=== vram_writer ===
**vram_writer: sequential cells colored by netlist name**

Other sequential cells in the stronger gray, the rest of the logic in the fainter gray.
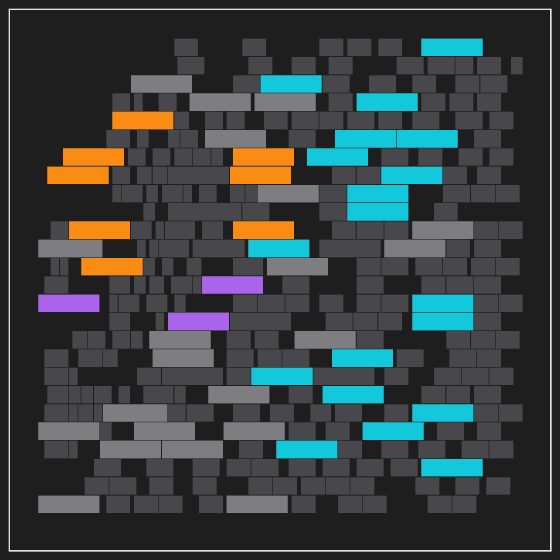

**src/rtl/vram_pkg.sv**
```systemverilog
// vram_pkg
//   Shared definitions for the VRAM writer slice: default SRAM address/data
//   widths, strobe timer width, the writer FSM state encoding, and a helper
//   that turns a phase length in cycles into a down-counter load value.
package vram_pkg;

  localparam int VRAM_AWIDTH = 19;
  localparam int VRAM_DWIDTH = 8;
  localparam int TIMER_W     = 8;

  typedef enum logic [2:0] {
    ST_IDLE   = 3'd0,
    ST_SCAN   = 3'd1,
    ST_SETUP  = 3'd2,
    ST_STROBE = 3'd3,
    ST_HOLD   = 3'd4,
    ST_VERIFY = 3'd5
  } vramState_e;

  // A phase of N cycles finishes when the counter reaches zero, so load N-1.
  function automatic logic [TIMER_W-1:0] phaseLoad(input int cycles);
    return TIMER_W'(cycles - 1);
  endfunction

endpackage

```
**src/rtl/vram_strobe_timer.sv**
```systemverilog
// vram_strobe_timer
//   Loadable down-counter that times the SETUP and STROBE phases of an SRAM
//   write. Load has priority; otherwise the count decrements until zero and
//   holds there.
// Ports:
//   Clk      in   system clock (posedge)
//   ResetN   in   asynchronous active-low reset
//   Load     in   load LoadVal this cycle
//   LoadVal  in   TIMER_W-bit load value (phase length - 1)
//   Done     out  count is zero (current phase ends this cycle)
module vram_strobe_timer
  import vram_pkg::*;
(
  input  logic               Clk,
  input  logic               ResetN,
  input  logic               Load,
  input  logic [TIMER_W-1:0] LoadVal,
  output logic               Done
);

  logic [TIMER_W-1:0] count_r;

  // Down-counter with load; saturates at zero.
  always_ff @(posedge Clk or negedge ResetN) begin
    if (!ResetN) begin
      count_r <= {TIMER_W{1'b0}};
    end else if (Load) begin
      count_r <= LoadVal;
    end else if (count_r != {TIMER_W{1'b0}}) begin
      count_r <= count_r - TIMER_W'(1);
    end else begin
      count_r <= count_r;
    end
  end

  assign Done = (count_r == {TIMER_W{1'b0}});

endmodule

```
**src/rtl/vram_writer.sv**
```systemverilog
// vram_writer
//   Drains the byte-command decoder's address/data FIFO into the external
//   async SRAM framebuffer and arbitrates the SRAM bus with video scanout.
//   Scanout wins in IDLE, but a write that has started always runs to
//   completion before scanout gets the bus.
//   Optional feature macro: VRAM_WRITE_VERIFY_EN adds a read-back VERIFY
//   cycle after every write and a sticky VerifyErr output.
// Ports:
//   Clk, ResetN            clock, asynchronous active-low reset
//   HasReadData/AddrIn/DataIn  FIFO head (valid while HasReadData)
//   ReadOutClk             one-cycle FIFO pop pulse
//   ScanReq/ScanAddr       scanout request and read address
//   ScanGrant/ScanData     scanout owns bus / registered read data
//   SramAddr/SramDataOut/SramDataOe/SramDataIn/SramWeN/SramOeN  SRAM pins
//   VerifyErr              (VRAM_WRITE_VERIFY_EN only) sticky read-back error
module vram_writer
  import vram_pkg::*;
#(
  parameter int AWIDTH   = VRAM_AWIDTH,
  parameter int DWIDTH   = VRAM_DWIDTH,
  parameter int WE_SETUP = 1,
  parameter int WE_PULSE = 2
) (
  input  logic              Clk,
  input  logic              ResetN,
  input  logic              HasReadData,
  input  logic [AWIDTH-1:0] AddrIn,
  input  logic [DWIDTH-1:0] DataIn,
  output logic              ReadOutClk,
  input  logic              ScanReq,
  input  logic [AWIDTH-1:0] ScanAddr,
  output logic              ScanGrant,
  output logic [DWIDTH-1:0] ScanData,
  output logic [AWIDTH-1:0] SramAddr,
  output logic [DWIDTH-1:0] SramDataOut,
  output logic              SramDataOe,
  input  logic [DWIDTH-1:0] SramDataIn,
  output logic              SramWeN,
  output logic              SramOeN
`ifdef VRAM_WRITE_VERIFY_EN
  ,
  output logic              VerifyErr
`endif
);

  vramState_e         state_r;
  logic [AWIDTH-1:0]  addr_r;
  logic               timerLoad_s;
  logic [TIMER_W-1:0] timerVal_s;
  logic               timerDone_s;

  // Scanout drives the address straight through so a read needs no extra cycle.
  assign SramAddr = (state_r == ST_SCAN) ? ScanAddr : addr_r;

  // Timer load: start SETUP timing when a write is accepted, STROBE timing when SETUP ends.
  always_comb begin
    timerLoad_s = 1'b0;
    timerVal_s  = {TIMER_W{1'b0}};
    case (state_r)
      ST_IDLE: begin
        if (!ScanReq && HasReadData) begin
          timerLoad_s = 1'b1;
          timerVal_s  = phaseLoad(WE_SETUP);
        end else begin
          timerLoad_s = 1'b0;
        end
      end
      ST_SETUP: begin
        if (timerDone_s) begin
          timerLoad_s = 1'b1;
          timerVal_s  = phaseLoad(WE_PULSE);
        end else begin
          timerLoad_s = 1'b0;
        end
      end
      default: begin
        timerLoad_s = 1'b0;
      end
    endcase
  end

  vram_strobe_timer uTimer (
    .Clk     (Clk),
    .ResetN  (ResetN),
    .Load    (timerLoad_s),
    .LoadVal (timerVal_s),
    .Done    (timerDone_s)
  );

  // Writer/arbiter FSM with all bus controls registered alongside the state.
  always_ff @(posedge Clk or negedge ResetN) begin
    if (!ResetN) begin
      state_r     <= ST_IDLE;
      addr_r      <= {AWIDTH{1'b0}};
      ReadOutClk  <= 1'b0;
      ScanGrant   <= 1'b0;
      ScanData    <= {DWIDTH{1'b0}};
      SramDataOut <= {DWIDTH{1'b0}};
      SramDataOe  <= 1'b0;
      SramWeN     <= 1'b1;
      SramOeN     <= 1'b1;
`ifdef VRAM_WRITE_VERIFY_EN
      VerifyErr   <= 1'b0;
`endif
    end else begin
      // Pop pulse lasts exactly one cycle; only the IDLE->SETUP branch raises it.
      ReadOutClk <= 1'b0;
      case (state_r)
        ST_IDLE: begin
          if (ScanReq) begin
            state_r    <= ST_SCAN;
            ScanGrant  <= 1'b1;
            SramOeN    <= 1'b0;
            SramDataOe <= 1'b0;
          end else if (HasReadData) begin
            // Head is captured here and popped, so it is never read twice.
            state_r     <= ST_SETUP;
            addr_r      <= AddrIn;
            SramDataOut <= DataIn;
            ReadOutClk  <= 1'b1;
            SramDataOe  <= 1'b1;
            SramOeN     <= 1'b1;
          end else begin
            state_r <= ST_IDLE;
          end
        end
        ST_SCAN: begin
          ScanData <= SramDataIn;
          if (!ScanReq) begin
            state_r   <= ST_IDLE;
            ScanGrant <= 1'b0;
            SramOeN   <= 1'b1;
          end else begin
            state_r <= ST_SCAN;
          end
        end
        ST_SETUP: begin
          if (timerDone_s) begin
            state_r <= ST_STROBE;
            SramWeN <= 1'b0;
          end else begin
            state_r <= ST_SETUP;
          end
        end
        ST_STROBE: begin
          if (timerDone_s) begin
            state_r <= ST_HOLD;
            SramWeN <= 1'b1;
          end else begin
            state_r <= ST_STROBE;
          end
        end
        ST_HOLD: begin
          SramDataOe <= 1'b0;
`ifdef VRAM_WRITE_VERIFY_EN
          // Read the byte back at the same address on the next cycle.
          state_r <= ST_VERIFY;
          SramOeN <= 1'b0;
`else
          state_r <= ST_IDLE;
`endif
        end
        ST_VERIFY: begin
`ifdef VRAM_WRITE_VERIFY_EN
          if (SramDataIn != SramDataOut) begin
            VerifyErr <= 1'b1;
          end else begin
            VerifyErr <= VerifyErr;
          end
          SramOeN <= 1'b1;
`endif
          state_r <= ST_IDLE;
        end
        default: begin
          state_r    <= ST_IDLE;
          ScanGrant  <= 1'b0;
          SramDataOe <= 1'b0;
          SramWeN    <= 1'b1;
          SramOeN    <= 1'b1;
        end
      endcase
    end
  end

endmodule
```
**config.mk**
```make
export PLATFORM = sky130hd
export DESIGN_NAME = vram_writer
export DESIGN_NICKNAME = d
export VERILOG_FILES = /design/src/rtl/vram_pkg.sv /design/src/rtl/vram_strobe_timer.sv /design/src/rtl/vram_writer.sv
export SDC_FILE = /design/constraint.sdc
export NUM_CORES = 1
export LEC_CHECK = 0
export CAP_MARGIN = 30
export CORE_MARGIN = 4
export CORE_UTILIZATION = 47
export CTS_BUF_LIST = sky130_fd_sc_hd__clkbuf_16
export DETAILED_ROUTE_END_ITERATION = 8
export PLACE_DENSITY_LB_ADDON = 0.08
export SLEW_MARGIN = 10
export SYNTH_ARGS = -nofsm -noshare
export SYNTH_HDL_FRONTEND = slang
export SYNTH_SLANG_ARGS = --single-unit
```
**constraint.sdc**
```tcl
create_clock -name Clk -period 4.4 [get_ports Clk]
set_input_delay 0.88 -clock Clk [delete_from_list [all_inputs] [get_ports Clk]]
set_output_delay 0.88 -clock Clk [all_outputs]
set_load 0.005 [all_outputs]
```
=== sync_fifo_param ===
`config.mk`:
```
export PLATFORM = sky130hd
export DESIGN_NAME = sync_fifo_param
export DESIGN_NICKNAME = d
export VERILOG_FILES = /design/src/rtl/sync_fifo_param.sv
export SDC_FILE = /design/constraint.sdc
export NUM_CORES = 1
export LEC_CHECK = 0
export CAP_MARGIN = 20
export CELL_PAD_IN_SITES_DETAIL_PLACEMENT = 1
export CELL_PAD_IN_SITES_GLOBAL_PLACEMENT = 1
export CORE_MARGIN = 2
export CORE_UTILIZATION = 52
export CTS_CLUSTER_SIZE = 10
export DETAILED_ROUTE_END_ITERATION = 16
export PLACE_DENSITY = 0.83
export SYNTH_ARGS = -nofsm -noshare
export SYNTH_HDL_FRONTEND = slang
export SYNTH_SLANG_ARGS = --single-unit
```
`constraint.sdc`:
```
create_clock -name clk -period 8 [get_ports clk]
set_input_delay 1.6 -clock clk [delete_from_list [all_inputs] [get_ports clk]]
set_output_delay 1.6 -clock clk [all_outputs]
set_load 0.05 [all_outputs]
```
`src/rtl/sync_fifo_param.sv`:
```
// sync_fifo_param: single-clock FIFO with first-word-fall-through or registered read, programmable flags and overflow/underflow pulses
module sync_fifo_param #(
  parameter int WIDTH = 8,
  parameter int DEPTH = 16,
  parameter bit FWFT = 1'b1,
  localparam int AW = $clog2(DEPTH)
) (
  input  logic             clk,
  input  logic             rst_n,
  input  logic             wr_en,
  input  logic [WIDTH-1:0] din,
  input  logic             rd_en,
  output logic [WIDTH-1:0] dout,
  output logic             valid,
  output logic             full,
  output logic             empty,
  input  logic [AW:0]      prog_full_thresh,
  input  logic [AW:0]      prog_empty_thresh,
  output logic             prog_full,
  output logic             prog_empty,
  output logic [AW:0]      data_count,
  output logic             overflow,
  output logic             underflow
);
  localparam logic [AW:0] DEPTH_CNT = (AW+1)'(DEPTH);
  logic [WIDTH-1:0] mem [DEPTH];
  logic [AW-1:0] wr_ptr_q, wr_ptr_d, rd_ptr_q, rd_ptr_d;
  logic [AW:0] count_q, count_d;
  logic overflow_q, overflow_d, underflow_q, underflow_d;
  logic wr_ok, rd_ok;
  assign full = count_q == DEPTH_CNT;
  assign empty = count_q == '0;
  assign prog_full = count_q >= prog_full_thresh;
  assign prog_empty = count_q <= prog_empty_thresh;
  assign data_count = count_q;
  assign overflow = overflow_q;
  assign underflow = underflow_q;
  always_comb begin
    wr_ok = wr_en && !full;
    rd_ok = rd_en && !empty;
    wr_ptr_d = wr_ok ? wr_ptr_q + 1'b1 : wr_ptr_q;
    rd_ptr_d = rd_ok ? rd_ptr_q + 1'b1 : rd_ptr_q;
    count_d = (wr_ok && !rd_ok) ? count_q + 1'b1 :
              (rd_ok && !wr_ok) ? count_q - 1'b1 : count_q;
    overflow_d = wr_en && full;
    underflow_d = rd_en && empty;
  end
  always_ff @(posedge clk or negedge rst_n) begin
    if (!rst_n) begin
      wr_ptr_q <= '0;
      rd_ptr_q <= '0;
      count_q <= '0;
      overflow_q <= 1'b0;
      underflow_q <= 1'b0;
    end else begin
      wr_ptr_q <= wr_ptr_d;
      rd_ptr_q <= rd_ptr_d;
      count_q <= count_d;
      overflow_q <= overflow_d;
      underflow_q <= underflow_d;
    end
  end
  always_ff @(posedge clk) begin
    if (wr_ok) mem[wr_ptr_q] <= din;
  end
  generate
    if (FWFT) begin : g_fwft
      // head word is masked while empty so stale storage never leaks out
      assign valid = !empty;
      assign dout = empty ? '0 : mem[rd_ptr_q];
    end else begin : g_std
      logic [WIDTH-1:0] dout_q, dout_d;
      logic valid_q, valid_d;
      always_comb begin
        dout_d = rd_ok ? mem[rd_ptr_q] : dout_q;
        valid_d = rd_ok;
      end
      always_ff @(posedge clk or negedge rst_n) begin
        if (!rst_n) begin
          dout_q <= '0;
          valid_q <= 1'b0;
        end else begin
          dout_q <= dout_d;
          valid_q <= valid_d;
        end
      end
      assign dout = dout_q;
      assign valid = valid_q;
    end
  endgenerate
endmodule

```
**sync_fifo_param: sequential cells colored by netlist name**

Other sequential cells in the stronger gray, the rest of the logic in the fainter gray.
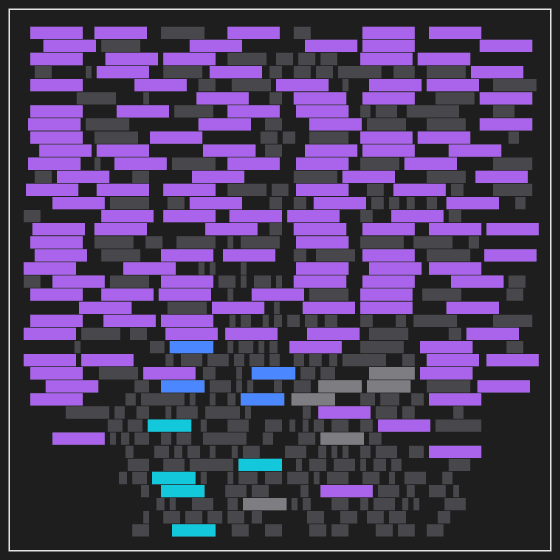
Cyan shows data_count, flops 5. Purple shows mem, flops 128. Blue shows wr_ptr_q, flops 4.
Another 6 sequential cells are not colored.
seq pwr: 1.01 mW
fin util: 62.6%
Seq area share: 59.0%
area occupied by registers: 4220 µm²

==> run summary, sync_fifo_param <==
Well-Tap Cells: 143
sequential power share: 35.5%
Comb power frac: 39.3%
GRT Util Overall: 22.0%
status: finished, final reports clean
die area: 12600 µm²
first-pass GRT wire length: 20000 µm
PortBufs: 41
Hold Startpoint: data_count[0]
EDFF count, synth: 128
CP Buf/Inv Count: 3
Setup Buffers After CTS: 0
n_diodes: 0
fin nets: 427
met3 usage: 6.75%
-- sync_fifo_param: sequential cells by signal (all words and copies together) (netlist names) --
name,count
overflow,1
rd_ptr_q,4
underflow,1
data_count,5
wr_ptr_q,4
mem,128
-- sync_fifo_param: worst min-delay path by stage --
stage,end,slack [ns],cells past startpoint
detailed placement,data_count[0],0.57,1
finish,data_count[0],0.58,1
global placement,data_count[0],0.55,1
global route,data_count[0],0.60,1
floorplan,wr_ptr_q[3],0.57,2
CTS,data_count[0],0.59,1
**vram_writer: clock routing**

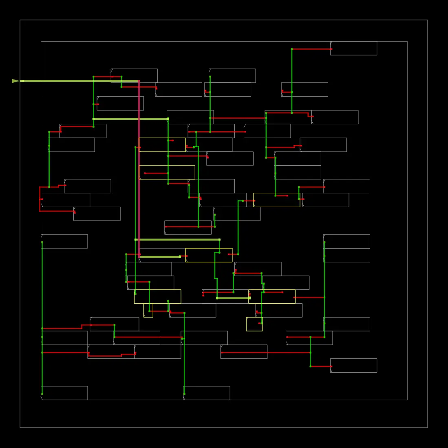
clock sinks: 51
skew final: 0.00615 ns
seq_cells: 51
number of buffers created by CTS: 5

Notes on 'sequential cells colored by netlist name' of vram_writer above:
Purple shows state_r, flops 3. Cyan shows addr_r, flops 19. Orange shows uTimer.count_r, flops 8.
seq pwr: 0.815 mW
fin util: 70.8%
Seq area share: 35.4%

==> run summary, vram_writer <==
status: finished, final reports clean
# placed instances: 346
met3 wire length: 563 µm
Initial DRT Pass Iterations: 4
Reg clk slew, reported paths: 0.06 ns
tool warnings: 27
Hold Buf Count CTS: 0
signal buffers share of area: 27.1%
area occupied by registers: 1280 µm²
EDFF count, synth: 0
last element of the critical path: SramAddr[4]
most numerous logic cell after layout: clkdlybuf4s50_1
P per Cell Area: 602 nW/µm²
wire length on met2: 2690 µm
via count: 1839
dpl cell area: 3450 µm²
Post-Route WL: 5860 µm
combinational share of cell area: 29.7%
crit-path max FO: 27
chip area line of the yosys report: 2460 µm²
Setup CP Type: register to output port
-- vram_writer: critical path: stages (launching register included) --
cell and delay (ns):
dfrtp_1 0.55, nor3b_2 0.22, buf_4 0.34, mux2_2 0.39, clkdlybuf4s50_1 0.45
-- vram_writer: cell families after synthesis --
logic type               Yosys count  share of synthesized area, %
buffers and inverters             17                          4.58
flip-flops                        51                          52.0
AND/OR/NAND/NOR                   37                          9.71
adder cells (fa/ha/maj)            2                          1.02
multiplexers                      54                          24.7
AND-OR/OR-AND                     28                          8.03

==> gallery <==
Sizing map.
The bar under the picture is 20 µm long.
panel A
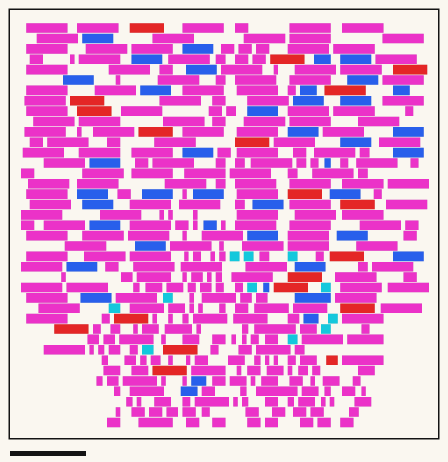
panel B
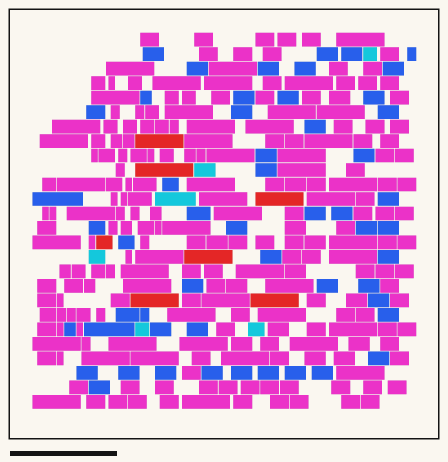
| picture | from |
|---|---|
| panel A | sync_fifo_param |
| panel B | vram_writer |


=== fib_sequencer_flat ===
===== config.mk =====
export PLATFORM = sky130hd
export DESIGN_NAME = fib_sequencer_flat
export DESIGN_NICKNAME = d
export VERILOG_FILES = /design/src/rtl/fib_sequencer_if.sv /design/src/rtl/fib_sequencer.sv /design/src/flat_wrapper.sv
export SDC_FILE = /design/constraint.sdc
export NUM_CORES = 1
export LEC_CHECK = 0
export CORE_ASPECT_RATIO = 1.4
export CORE_UTILIZATION = 43
export CTS_CLUSTER_DIAMETER = 30
export DETAILED_ROUTE_END_ITERATION = 7
export PLACE_DENSITY = 0.74
export SLEW_MARGIN = 25
export SYNTH_ARGS = -nofsm -noshare
export SYNTH_HDL_FRONTEND = slang
export SYNTH_SLANG_ARGS = --single-unit

===== constraint.sdc =====
create_clock -name clk -period 1.88 [get_ports clk]
set_input_delay 0.47 -clock clk [delete_from_list [all_inputs] [get_ports clk]]
set_output_delay 0.47 -clock clk [all_outputs]
set_load 0.02 [all_outputs]

===== src/rtl/fib_sequencer_if.sv =====
// Request/handshake inputs and the four mux data buses plus select/flags of the Fibonacci sequencer.
// master = stimulus/consumer side, slave = the sequencer itself.
interface fib_sequencer_if #(
    parameter int WIDTH = 4,
    parameter int CNT_W = 4
);
    logic             start;
    logic [CNT_W-1:0] n_terms;
    logic             out_ready;
    logic [1:0]       disp_sel;
    logic [WIDTH-1:0] term;
    logic [WIDTH-1:0] prev_term;
    logic [WIDTH-1:0] idx_bus;
    logic [WIDTH-1:0] status;
    logic [1:0]       sel;
    logic             term_valid;
    logic             busy;
    logic             done;
    logic             overflow;

    modport master (
        output start, n_terms, out_ready, disp_sel,
        input  term, prev_term, idx_bus, status, sel, term_valid, busy, done, overflow
    );

    modport slave (
        input  start, n_terms, out_ready, disp_sel,
        output term, prev_term, idx_bus, status, sel, term_valid, busy, done, overflow
    );
endinterface


===== src/rtl/fib_sequencer.sv =====
// Emits F(0..n_terms-1) one term per accepted valid/ready handshake; stops early on WIDTH overflow.
// All outputs come from registers, so there is no combinational path from any input.
module fib_sequencer #(
    parameter int WIDTH = 4,
    parameter int CNT_W = 4
) (
    input  logic               clk,
    input  logic               rst_n,
    fib_sequencer_if.slave     bus
);
    typedef enum logic [1:0] {IDLE, EMIT, DONE} state_t;

    state_t           state_q, state_d;
    logic [WIDTH-1:0] cur_q, cur_d;
    logic [WIDTH-1:0] prev_q, prev_d;
    logic [CNT_W-1:0] idx_q, idx_d;
    logic [CNT_W-1:0] n_q, n_d;
    logic             ovf_q, ovf_d;
    logic [1:0]       sel_q;
    logic [WIDTH:0]   sum;
    logic [WIDTH-1:0] idx_ext;
    logic [WIDTH-1:0] status_w;

    always_ff @(posedge clk) begin
        if (!rst_n) begin
            state_q <= IDLE;
            cur_q   <= '0;
            prev_q  <= '0;
            idx_q   <= '0;
            n_q     <= '0;
            ovf_q   <= 1'b0;
            sel_q   <= 2'b00;
        end else begin
            state_q <= state_d;
            cur_q   <= cur_d;
            prev_q  <= prev_d;
            idx_q   <= idx_d;
            n_q     <= n_d;
            ovf_q   <= ovf_d;
            sel_q   <= bus.disp_sel;
        end
    end

    always_comb begin
        state_d = state_q;
        cur_d   = cur_q;
        prev_d  = prev_q;
        idx_d   = idx_q;
        n_d     = n_q;
        ovf_d   = ovf_q;
        sum     = {1'b0, prev_q} + {1'b0, cur_q};
        case (state_q)
            IDLE: begin
                if (bus.start) begin
                    ovf_d = 1'b0;
                    if (bus.n_terms != '0) begin
                        n_d     = bus.n_terms;
                        prev_d  = '0;
                        cur_d   = '0;
                        idx_d   = '0;
                        state_d = EMIT;
                    end else begin
                        state_d = DONE;
                    end
                end
            end
            EMIT: begin
                if (bus.out_ready) begin
                    if (idx_q == n_q - CNT_W'(1)) begin
                        state_d = DONE;
                    end else if (cur_q == '0) begin
                        // F0 -> F1 cannot be produced by the add since prev+cur is 0 here
                        prev_d = cur_q;
                        cur_d  = WIDTH'(1);
                        idx_d  = idx_q + CNT_W'(1);
                    end else if (sum[WIDTH]) begin
                        ovf_d   = 1'b1;
                        state_d = DONE;
                    end else begin
                        prev_d = cur_q;
                        cur_d  = sum[WIDTH-1:0];
                        idx_d  = idx_q + CNT_W'(1);
                    end
                end
            end
            DONE:    state_d = IDLE;
            default: state_d = IDLE;
        endcase
    end

    always_comb begin
        idx_ext              = '0;
        idx_ext[CNT_W-1:0]   = idx_q;
        status_w             = '0;
        status_w[3:0]        = {ovf_q, state_q == DONE, state_q == EMIT, state_q == EMIT};
    end

    assign bus.term       = cur_q;
    assign bus.prev_term  = prev_q;
    assign bus.idx_bus    = idx_ext;
    assign bus.status     = status_w;
    assign bus.sel        = sel_q;
    assign bus.term_valid = (state_q == EMIT);
    assign bus.busy       = (state_q == EMIT);
    assign bus.done       = (state_q == DONE);
    assign bus.overflow   = ovf_q;
endmodule

===== src/flat_wrapper.sv =====
// flat-port wrapper written by rule: the top's interface ports become plain ports
module fib_sequencer_flat 
#(
    parameter int WIDTH = 4,
    parameter int CNT_W = 4
)
  (clk, rst_n, bus_start, bus_n_terms, bus_out_ready, bus_disp_sel, bus_term, bus_prev_term, bus_idx_bus, bus_status, bus_sel, bus_term_valid, bus_busy, bus_done, bus_overflow);
  fib_sequencer_if #(.WIDTH(WIDTH), .CNT_W(CNT_W)) bus_i ();
  input  logic clk;
  input  logic rst_n;
  input wire logic [$bits(bus_i.start)-1:0] bus_start;
  input wire logic [$bits(bus_i.n_terms)-1:0] bus_n_terms;
  input wire logic [$bits(bus_i.out_ready)-1:0] bus_out_ready;
  input wire logic [$bits(bus_i.disp_sel)-1:0] bus_disp_sel;
  output wire logic [$bits(bus_i.term)-1:0] bus_term;
  output wire logic [$bits(bus_i.prev_term)-1:0] bus_prev_term;
  output wire logic [$bits(bus_i.idx_bus)-1:0] bus_idx_bus;
  output wire logic [$bits(bus_i.status)-1:0] bus_status;
  output wire logic [$bits(bus_i.sel)-1:0] bus_sel;
  output wire logic [$bits(bus_i.term_valid)-1:0] bus_term_valid;
  output wire logic [$bits(bus_i.busy)-1:0] bus_busy;
  output wire logic [$bits(bus_i.done)-1:0] bus_done;
  output wire logic [$bits(bus_i.overflow)-1:0] bus_overflow;
  assign bus_i.start = bus_start;
  assign bus_i.n_terms = bus_n_terms;
  assign bus_i.out_ready = bus_out_ready;
  assign bus_i.disp_sel = bus_disp_sel;
  assign bus_term = bus_i.term;
  assign bus_prev_term = bus_i.prev_term;
  assign bus_idx_bus = bus_i.idx_bus;
  assign bus_status = bus_i.status;
  assign bus_sel = bus_i.sel;
  assign bus_term_valid = bus_i.term_valid;
  assign bus_busy = bus_i.busy;
  assign bus_done = bus_i.done;
  assign bus_overflow = bus_i.overflow;
  fib_sequencer #(.WIDTH(WIDTH), .CNT_W(CNT_W)) u_core (.clk(clk), .rst_n(rst_n), .bus(bus_i));
endmodule

=== mem_bus_if_flat ===
**src/rtl/mem_bus_if_if.sv**
```systemverilog
// System bus seen by the memory-stage master: request/grant arbitration plus
// address-strobe/ready data transfer.
interface mem_bus_if_if;
  localparam int unsigned WORD_ADDR_W = 30;
  localparam int unsigned DATA_W      = 32;

  logic                   BusReq_;
  logic                   BusGrnt_;
  logic [WORD_ADDR_W-1:0] BusAddr;
  logic                   BusAS_;
  logic                   BusRW;
  logic [DATA_W-1:0]      BusWrData;
  logic [DATA_W-1:0]      BusRdData;
  logic                   BusRdy_;

  modport master (
    output BusReq_, BusAddr, BusAS_, BusRW, BusWrData,
    input  BusGrnt_, BusRdData, BusRdy_
  );

  modport slave (
    input  BusReq_, BusAddr, BusAS_, BusRW, BusWrData,
    output BusGrnt_, BusRdData, BusRdy_
  );
endinterface

```
**src/rtl/mem_bus_if.sv**
```systemverilog
// Memory-stage bus master: alignment check, request/grant/strobe/ready bus
// handshake, and the result/stall signals consumed by the EX/MEM register.
module mem_bus_if (
  input  logic                clk,
  input  logic                reset_,
  input  logic                Stall,
  input  logic                Flush,
  input  logic [1:0]          MemOp,
  input  logic [31:0]         Addr,
  input  logic [31:0]         WrData,
  output logic [31:0]         Out,
  output logic                MissAlign,
  output logic                Busy,
  mem_bus_if_if.master        bus
);
  localparam int unsigned DATA_W = 32;

  localparam logic [1:0] MEM_OP_LDW = 2'd1;
  localparam logic [1:0] MEM_OP_STW = 2'd2;

  typedef enum logic [1:0] {
    IDLE   = 2'd0,
    REQ    = 2'd1,
    ACCESS = 2'd2,
    HOLD   = 2'd3
  } state_t;

  state_t              state;
  logic [DATA_W-1:0]   rd_buf;

  logic is_mem_op;
  logic valid_op;
  logic aligned;
  logic rdy;

  assign is_mem_op = (MemOp == MEM_OP_LDW) || (MemOp == MEM_OP_STW);
  assign valid_op  = is_mem_op && !Flush;
  assign aligned   = (Addr[1:0] == 2'b00);
  assign rdy       = !bus.BusRdy_;

  // State and registered bus outputs; bus fields latch on grant.
  always_ff @(posedge clk or negedge reset_) begin
    if (!reset_) begin
      state         <= IDLE;
      bus.BusReq_   <= 1'b1;
      bus.BusAS_    <= 1'b1;
      bus.BusAddr   <= '0;
      bus.BusRW     <= 1'b1;
      bus.BusWrData <= '0;
      rd_buf        <= '0;
    end else begin
      case (state)
        IDLE: begin
          if (valid_op && aligned) begin
            state       <= REQ;
            bus.BusReq_ <= 1'b0;
          end
        end
        REQ: begin
          if (Flush) begin
            state       <= IDLE;
            bus.BusReq_ <= 1'b1;
          end else if (!bus.BusGrnt_) begin
            state         <= ACCESS;
            bus.BusAS_    <= 1'b0;
            bus.BusAddr   <= Addr[31:2];
            bus.BusRW     <= (MemOp == MEM_OP_LDW);
            bus.BusWrData <= WrData;
          end
        end
        ACCESS: begin
          // Strobe covers only the first access cycle.
          bus.BusAS_ <= 1'b1;
          if (rdy) begin
            rd_buf      <= bus.BusRW ? bus.BusRdData : DATA_W'(0);
            bus.BusReq_ <= 1'b1;
            // A flushed completion is dropped, so there is nothing to hold.
            state       <= (Stall && !Flush) ? HOLD : IDLE;
          end
        end
        HOLD: begin
          if (!Stall) begin
            state <= IDLE;
          end
        end
        default: state <= IDLE;
      endcase
    end
  end

  // Result mux, alignment flag and stall request.
  always_comb begin
    Out       = '0;
    MissAlign = 1'b0;
    Busy      = 1'b0;
    case (state)
      IDLE: begin
        MissAlign = valid_op && !aligned;
        Busy      = valid_op && aligned;
        if (!is_mem_op && !Flush) begin
          Out = Addr;
        end
      end
      REQ: begin
        Busy = 1'b1;
      end
      ACCESS: begin
        Busy = bus.BusRdy_;
        if (rdy && !Flush && bus.BusRW) begin
          Out = bus.BusRdData;
        end
      end
      HOLD: begin
        Out = rd_buf;
      end
      default: begin
        Out = '0;
      end
    endcase
  end
endmodule

```
**src/flat_wrapper.sv**
```systemverilog
// flat-port wrapper written by rule: the top's interface ports become plain ports
module mem_bus_if_flat 
  (clk, reset_, Stall, Flush, MemOp, Addr, WrData, Out, MissAlign, Busy, bus_BusReq_, bus_BusAddr, bus_BusAS_, bus_BusRW, bus_BusWrData, bus_BusGrnt_, bus_BusRdData, bus_BusRdy_);
  mem_bus_if_if bus_i ();
  input  logic clk;
  input  logic reset_;
  input  logic Stall;
  input  logic Flush;
  input  logic [1:0] MemOp;
  input  logic [31:0] Addr;
  input  logic [31:0] WrData;
  output logic [31:0] Out;
  output logic MissAlign;
  output logic Busy;
  output wire logic [$bits(bus_i.BusReq_)-1:0] bus_BusReq_;
  output wire logic [$bits(bus_i.BusAddr)-1:0] bus_BusAddr;
  output wire logic [$bits(bus_i.BusAS_)-1:0] bus_BusAS_;
  output wire logic [$bits(bus_i.BusRW)-1:0] bus_BusRW;
  output wire logic [$bits(bus_i.BusWrData)-1:0] bus_BusWrData;
  input wire logic [$bits(bus_i.BusGrnt_)-1:0] bus_BusGrnt_;
  input wire logic [$bits(bus_i.BusRdData)-1:0] bus_BusRdData;
  input wire logic [$bits(bus_i.BusRdy_)-1:0] bus_BusRdy_;
  assign bus_BusReq_ = bus_i.BusReq_;
  assign bus_BusAddr = bus_i.BusAddr;
  assign bus_BusAS_ = bus_i.BusAS_;
  assign bus_BusRW = bus_i.BusRW;
  assign bus_BusWrData = bus_i.BusWrData;
  assign bus_i.BusGrnt_ = bus_BusGrnt_;
  assign bus_i.BusRdData = bus_BusRdData;
  assign bus_i.BusRdy_ = bus_BusRdy_;
  mem_bus_if u_core (.clk(clk), .reset_(reset_), .Stall(Stall), .Flush(Flush), .MemOp(MemOp), .Addr(Addr), .WrData(WrData), .Out(Out), .MissAlign(MissAlign), .Busy(Busy), .bus(bus_i));
endmodule
```
**config.mk**
```make
export PLATFORM = sky130hd
export DESIGN_NAME = mem_bus_if_flat
export DESIGN_NICKNAME = d
export VERILOG_FILES = /design/src/rtl/mem_bus_if_if.sv /design/src/rtl/mem_bus_if.sv /design/src/flat_wrapper.sv
export SDC_FILE = /design/constraint.sdc
export NUM_CORES = 1
export LEC_CHECK = 0
export CORE_AREA = 2 2 107 109
export CTS_CLUSTER_DIAMETER = 80
export DETAILED_ROUTE_END_ITERATION = 8
export DIE_AREA = 0 0 109 111
export GPL_TIMING_DRIVEN = 0
export PLACE_DENSITY = 0.79
export SLEW_MARGIN = 20
export SYNTH_ARGS = -nofsm -noshare
export SYNTH_HDL_FRONTEND = slang
export SYNTH_SLANG_ARGS = --single-unit
```
**constraint.sdc**
```tcl
create_clock -name clk -period 2.2 [get_ports clk]
set_input_delay 0.44 -clock clk [delete_from_list [all_inputs] [get_ports clk]]
set_output_delay 0.44 -clock clk [all_outputs]
set_load 0.01 [all_outputs]
```

==> gallery <==
Clock network drawn from the DEF.
(a)
The bar under the picture is 10 µm long.
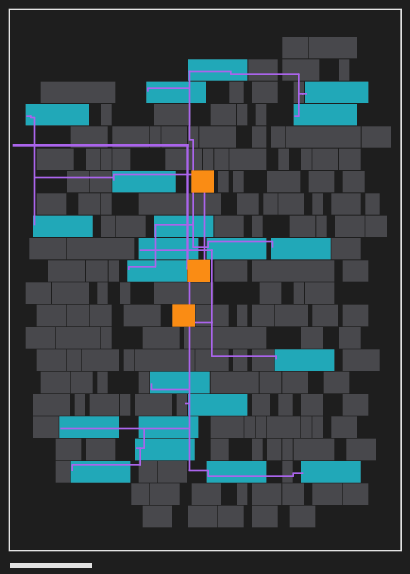
(b)
The bar under the picture is 20 µm long.
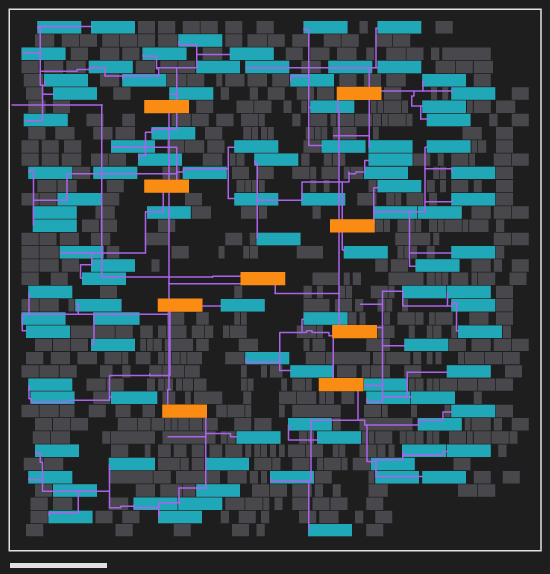
Of these, most sequential cells: (b)
Of these, largest die: (b)
| from | picture |
|---|---|
| mem_bus_if_flat | (b) |
| fib_sequencer_flat | (a) |

**fib_sequencer_flat: clock routing**

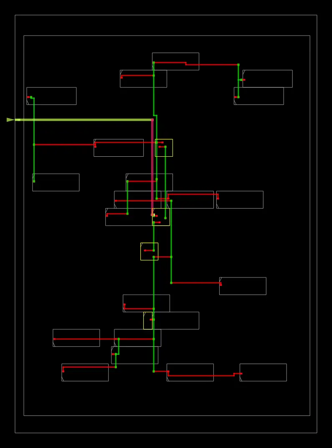
power in the clock group: 0.221 mW
number of buffers created by CTS: 3
clock sinks: 21
seq_cells: 21

==> run summary, fib_sequencer_flat <==
Synth area leaders: dfxtp_1 (34%), ha_1 (6.0%), o22ai_2 (6.0%), nand2_1 (5.7%), mux2i_1 (5.6%)
clk buf depth: 2
Unique masters post-synth: 38
Sw Ratio: 30.8%
vias in the first global route: 1147
status: finished, final reports clean
MaxCap Viol Count: 0
cell with the most instances after synthesis: dfxtp_1
WL/cell: 14.3 µm
Max power group: sequential cells
first-pass GRT wire length: 4750 µm
Setup CP Type: register to register
final hold violation count: 0
layout cells sized above 1: 30.7%
via count: 1117
Yosys Instances: 132
last element of the critical path: u_core.bus.prev_term[0]
crit-path max FO: 5
crit path launch type: register
fib_sequencer_flat: cell families (layout without fill, tap and decap cells):
group,after synthesis,in the layout,share of synthesized area (%)
AND-OR/OR-AND,24,24,18.8
XOR/XNOR,8,8,5.61
flip-flops,21,21,33.6
buffers and inverters,18,65,9.81
adder cells (fa/ha/maj),7,7,7.61
AND/OR/NAND/NOR,47,47,18.9
multiplexers,7,7,5.61
fib_sequencer_flat: final cells by class:
class	count	area share, %
well taps	36	2.45
clock buffers	4	1.43
repair buffers	53	28.1
flip-flops and latches	21	23.1
inverters	8	1.63
multi-input cells	93	43.3
**mem_bus_if_flat: M4 wires**

Supply wires on this layer in gray.
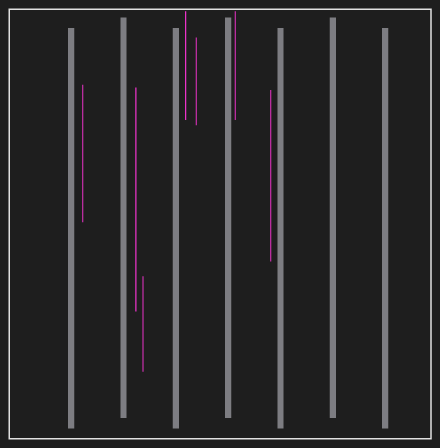
The layer carries 240 µm of wire. The layer holds 1.6% of the routed length. The longest straight run is 57.8 µm. 6 nets have wire on it. The wires run mostly vertical.
via count: 4203
Post-Route WL: 15200 µm

==> run summary, mem_bus_if_flat <==
number of buffers created by CTS: 9
P per Cell Area: 1200 nW/µm²
seq pwr: 3.02 mW
# placed instances: 739
critical path startpoint: u_core.state[0]
Setup Viol. Count Final: 32
floorplan utilization: 40.5%
clock sinks: 99
WHS: 0.0105 ns
ordered cell list for the critical path: inv_2 > ha_4 > and4bb_4 > buf_6 > buf_16 > a222oi_1 > nor2_1 > buf_2
setup ws final: -0.288 ns
CP Buf/Inv Count: 4
main flop type: dfrtp_1
MaxCap Viol Count: 0
failing checks: negative setup slack
RR Endpoint: u_core.bus.BusWrData[25]
chip area line of the yosys report: 4480 µm²
die width: 109 µm
synthesized area per cell: 11.4 µm²
reg2reg start: u_core.state[1]
Latency at later pin: 0.34 ns
EDFF count, synth: 0
endpoint class of the critical path: output port
status: finished, violations left
cell with the most instances after synthesis: dfrtp_1
[mem_bus_if_flat: what timing repair did]
item | CTS | global route
pin swaps | 37 | 27
buffers inserted | 18 | 7
resized | 186 | 4
endpoints found under the setup margin | 34 | 82
hold buffers | 0 | 0
cloned | 4 | 0
[mem_bus_if_flat: cell type report]
type,instances,share of cell area (%)
timing repair buffer,229,29.7
tap,143,2.48
inverter,6,0.312
sequential,99,34.4
multi-input combinational,255,25.8
clock buffer,12,3.55
buffer,26,2.87
clock inverter,4,1.00

=== gray_count_decoder ===
**gray_count_decoder: gate families picked out**

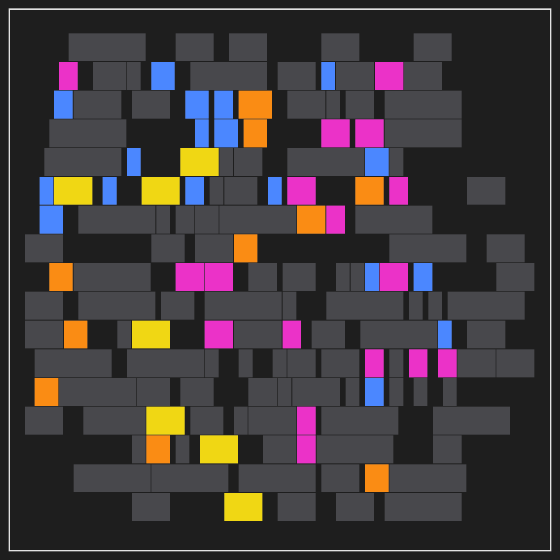
**gray_count_decoder: sequential cells colored by netlist name**

Other sequential cells in the stronger gray, the rest of the logic in the fainter gray.
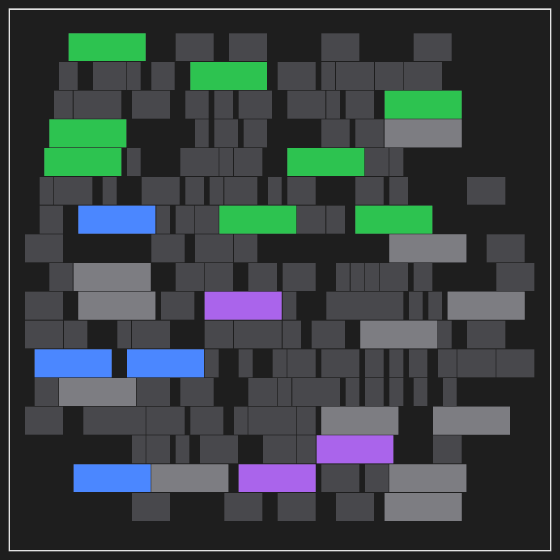
## config.mk

```make
export PLATFORM = sky130hd
export DESIGN_NAME = gray_count_decoder
export DESIGN_NICKNAME = d
export VERILOG_FILES = /design/src/rtl/gray_count_decoder.sv
export SDC_FILE = /design/constraint.sdc
export NUM_CORES = 1
export LEC_CHECK = 0
export CAP_MARGIN = 40
export CORE_MARGIN = 1
export CORE_UTILIZATION = 49
export DETAILED_ROUTE_END_ITERATION = 6
export PLACE_DENSITY = 0.78
export SLEW_MARGIN = 20
export SYNTH_ARGS = -nofsm -noshare
export SYNTH_HDL_FRONTEND = slang
export SYNTH_SLANG_ARGS = --single-unit
export TNS_END_PERCENT = 10
```

## constraint.sdc

```tcl
create_clock -name clk -period 2.5 [get_ports clk]
set_input_delay 0.25 -clock clk [delete_from_list [all_inputs] [get_ports clk]]
set_output_delay 0.25 -clock clk [all_outputs]
set_load 0.005 [all_outputs]
```

## src/rtl/gray_count_decoder.sv

```systemverilog
// gray_count_decoder
// Receive-side decoder for a Gray-coded count bus. Registers the incoming
// Gray word, decodes it to binary, reports the modulo step since the previous
// valid sample and flags (and counts) samples where more than one bit moved.
// Build option: define GRAY_SYNC_EN to place a two-flop synchronizer on
// gray_in/gray_valid ahead of the input register (latency 2 -> 4 cycles).
module gray_count_decoder #(
  parameter int DATA_WID    = 4,
  parameter int ERR_CNT_WID = 8
) (
  input  logic                   clk,
  input  logic                   n_reset,
  input  logic [DATA_WID-1:0]    gray_in,
  input  logic                   gray_valid,
  output logic [DATA_WID-1:0]    bin_out,
  output logic                   bin_valid,
  output logic [DATA_WID-1:0]    delta,
  output logic                   step_err,
  output logic [ERR_CNT_WID-1:0] err_cnt
);

  localparam logic [DATA_WID-1:0]    DATA_ZERO = {DATA_WID{1'b0}};
  localparam logic [DATA_WID-1:0]    DATA_ONE  = {{(DATA_WID-1){1'b0}}, 1'b1};
  localparam logic [ERR_CNT_WID-1:0] CNT_ZERO  = {ERR_CNT_WID{1'b0}};
  localparam logic [ERR_CNT_WID-1:0] CNT_ONE   = {{(ERR_CNT_WID-1){1'b0}}, 1'b1};
  localparam logic [ERR_CNT_WID-1:0] CNT_MAX   = {ERR_CNT_WID{1'b1}};

  // Gray to binary: each binary bit is the XOR of all Gray bits at or above it.
  function automatic logic [DATA_WID-1:0] gray2bin(input logic [DATA_WID-1:0] g);
    logic [DATA_WID-1:0] b;
    b[DATA_WID-1] = g[DATA_WID-1];
    for (int i = DATA_WID - 2; i >= 0; i--) begin
      b[i] = b[i+1] ^ g[i];
    end
    return b;
  endfunction

  // True when more than one bit is set: clearing the lowest set bit leaves a residue.
  function automatic logic multi_bit(input logic [DATA_WID-1:0] d);
    return |(d & (d - DATA_ONE));
  endfunction

  logic [DATA_WID-1:0]    front_gray_s;
  logic                   front_vld_s;
  logic [DATA_WID-1:0]    s1_gray_r;
  logic                   s1_vld_r;
  logic [DATA_WID-1:0]    prev_gray_r;
  logic [DATA_WID-1:0]    prev_bin_r;
  logic                   primed_r;
  logic [DATA_WID-1:0]    bin_out_r;
  logic                   bin_valid_r;
  logic [DATA_WID-1:0]    delta_r;
  logic                   step_err_r;
  logic [ERR_CNT_WID-1:0] err_cnt_r;
  logic [DATA_WID-1:0]    dec_bin_s;
  logic [DATA_WID-1:0]    delta_nxt_s;
  logic                   step_err_nxt_s;

`ifdef GRAY_SYNC_EN
  logic [DATA_WID-1:0] sync1_gray_r;
  logic [DATA_WID-1:0] sync2_gray_r;
  logic                sync1_vld_r;
  logic                sync2_vld_r;

  // Two-flop synchronizer on the incoming Gray word and its qualifier.
  always_ff @(posedge clk) begin
    if (!n_reset) begin
      sync1_gray_r <= DATA_ZERO;
      sync2_gray_r <= DATA_ZERO;
      sync1_vld_r  <= 1'b0;
      sync2_vld_r  <= 1'b0;
    end else begin
      sync1_gray_r <= gray_in;
      sync2_gray_r <= sync1_gray_r;
      sync1_vld_r  <= gray_valid;
      sync2_vld_r  <= sync1_vld_r;
    end
  end

  assign front_gray_s = sync2_gray_r;
  assign front_vld_s  = sync2_vld_r;
`else
  assign front_gray_s = gray_in;
  assign front_vld_s  = gray_valid;
`endif

  // Stage 1: capture the sample and its valid flag every cycle.
  always_ff @(posedge clk) begin
    if (!n_reset) begin
      s1_gray_r <= DATA_ZERO;
      s1_vld_r  <= 1'b0;
    end else begin
      s1_gray_r <= front_gray_s;
      s1_vld_r  <= front_vld_s;
    end
  end

  // Decode and compare against the previous sample; first sample after reset has no reference.
  always_comb begin
    dec_bin_s      = gray2bin(s1_gray_r);
    delta_nxt_s    = DATA_ZERO;
    step_err_nxt_s = 1'b0;
    if (s1_vld_r && primed_r) begin
      delta_nxt_s    = dec_bin_s - prev_bin_r;
      step_err_nxt_s = multi_bit(s1_gray_r ^ prev_gray_r);
    end else begin
      delta_nxt_s    = DATA_ZERO;
      step_err_nxt_s = 1'b0;
    end
  end

  // Stage 2: publish decoded value, step and error flag; hold results between samples.
  always_ff @(posedge clk) begin
    if (!n_reset) begin
      bin_out_r   <= DATA_ZERO;
      bin_valid_r <= 1'b0;
      delta_r     <= DATA_ZERO;
      step_err_r  <= 1'b0;
      prev_gray_r <= DATA_ZERO;
      prev_bin_r  <= DATA_ZERO;
      primed_r    <= 1'b0;
    end else if (s1_vld_r) begin
      bin_out_r   <= dec_bin_s;
      bin_valid_r <= 1'b1;
      delta_r     <= delta_nxt_s;
      step_err_r  <= step_err_nxt_s;
      prev_gray_r <= s1_gray_r;
      prev_bin_r  <= dec_bin_s;
      primed_r    <= 1'b1;
    end else begin
      bin_valid_r <= 1'b0;
      step_err_r  <= 1'b0;
    end
  end

  // Saturating error counter, updated on the same edge that raises step_err.
  always_ff @(posedge clk) begin
    if (!n_reset) begin
      err_cnt_r <= CNT_ZERO;
    end else if (step_err_nxt_s && (err_cnt_r != CNT_MAX)) begin
      err_cnt_r <= err_cnt_r + CNT_ONE;
    end else begin
      err_cnt_r <= err_cnt_r;
    end
  end

  assign bin_out   = bin_out_r;
  assign bin_valid = bin_valid_r;
  assign delta     = delta_r;
  assign step_err  = step_err_r;
  assign err_cnt   = err_cnt_r;

endmodule
```

==> run summary <==
Sw Ratio: 25.1%
status: finished, final reports clean
via count: 949
syn_nets: 139
area delta synth->final: 24.8%
Hold Buf Count CTS: 0
# placed instances: 176
Clk pwr share: 24.5%
top post-synthesis cells by count: dfxtp_1 (27), nor2_1 (16), nand2_1 (8)
CP most frequent cell: xnor2_1
ordered cell list for the critical path: xnor2_1 > xnor2_1 > xnor2_1 > ha_1 > fa_1 > xnor2_1 > nand3_1 > a21oi_1
Net Sw Power: 0.189 mW
maximum VDD drop: 0.432 mV
initial antenna violation count: 0
ys async rst share: 0%
largest net degree at the start of global routing: 18
XOR/XNOR share of the synthesized area: 8.78%
Levels on crit path: 8
Fmax: 0.464 GHz
Notes on 'gate families picked out' of gray_count_decoder above:
Orange shows AND and OR gates, cells 10, most used and2_1. Blue shows NAND gates, cells 18, most used nand2_1. Yellow shows multiplexers, cells 7, most used mux2i_1. Magenta shows inverting AOI/OAI gates, cells 17, most used a21oi_1.
most numerous logic cell after layout: dfxtp_1
non-filler instance count after layout: 180
combinational share of cell area: 40.1%

Notes on 'sequential cells colored by netlist name' of gray_count_decoder above:
Purple shows bin_out, flops 3. Blue shows prev_gray_r, flops 4. Green shows err_cnt, flops 8.
seq pwr: 0.456 mW
Seq area share: 36.6%
fin util: 66.1%
area occupied by registers: 541 µm²

## power by group through the flow
stage / clock network [mW] / logic [mW] / registers (mW)
2_1_floorplan: 0 / 0.0734 / 0.464
3_3_place_gp: 0 / 0.110 / 0.464
6_report: 0.185 / 0.114 / 0.456
4_1_cts: 0.191 / 0.114 / 0.456
3_5_place_dp: 0 / 0.113 / 0.465
5_1_grt: 0.208 / 0.127 / 0.458
## area by class of cell
type	count	area, µm²	area share, %
multi-input cells	88	592	40.1
flip-flops and latches	27	541	36.6
repair buffers	26	255	17.3
well taps	28	35.0	2.37
clock buffers	4	26.3	1.78
inverters	7	26.3	1.78


==> notes/layouts.md <==
Pictures saved along the way, in no particular order.

Clock routing.
picture 1
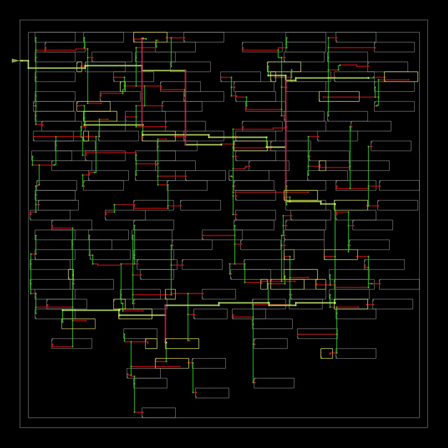
picture 2
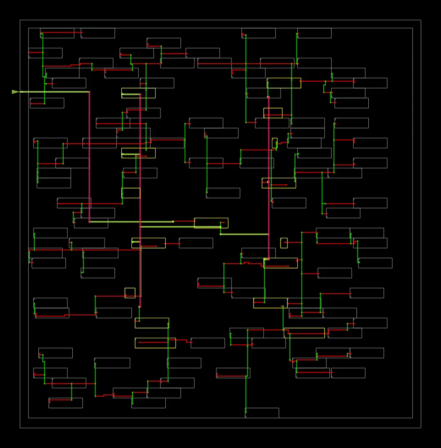
picture 3
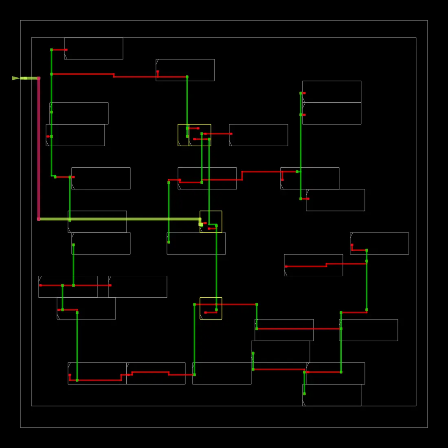
The one with the most clock buffers is picture 1.
The one with the most sequential cells is picture 1.
| picture | from |
|---|---|
| picture 3 | gray_count_decoder |
| picture 2 | mem_bus_if_flat |
| picture 1 | sync_fifo_param |

Power figures rest on the tool's default switching activity, not on a simulated workload.
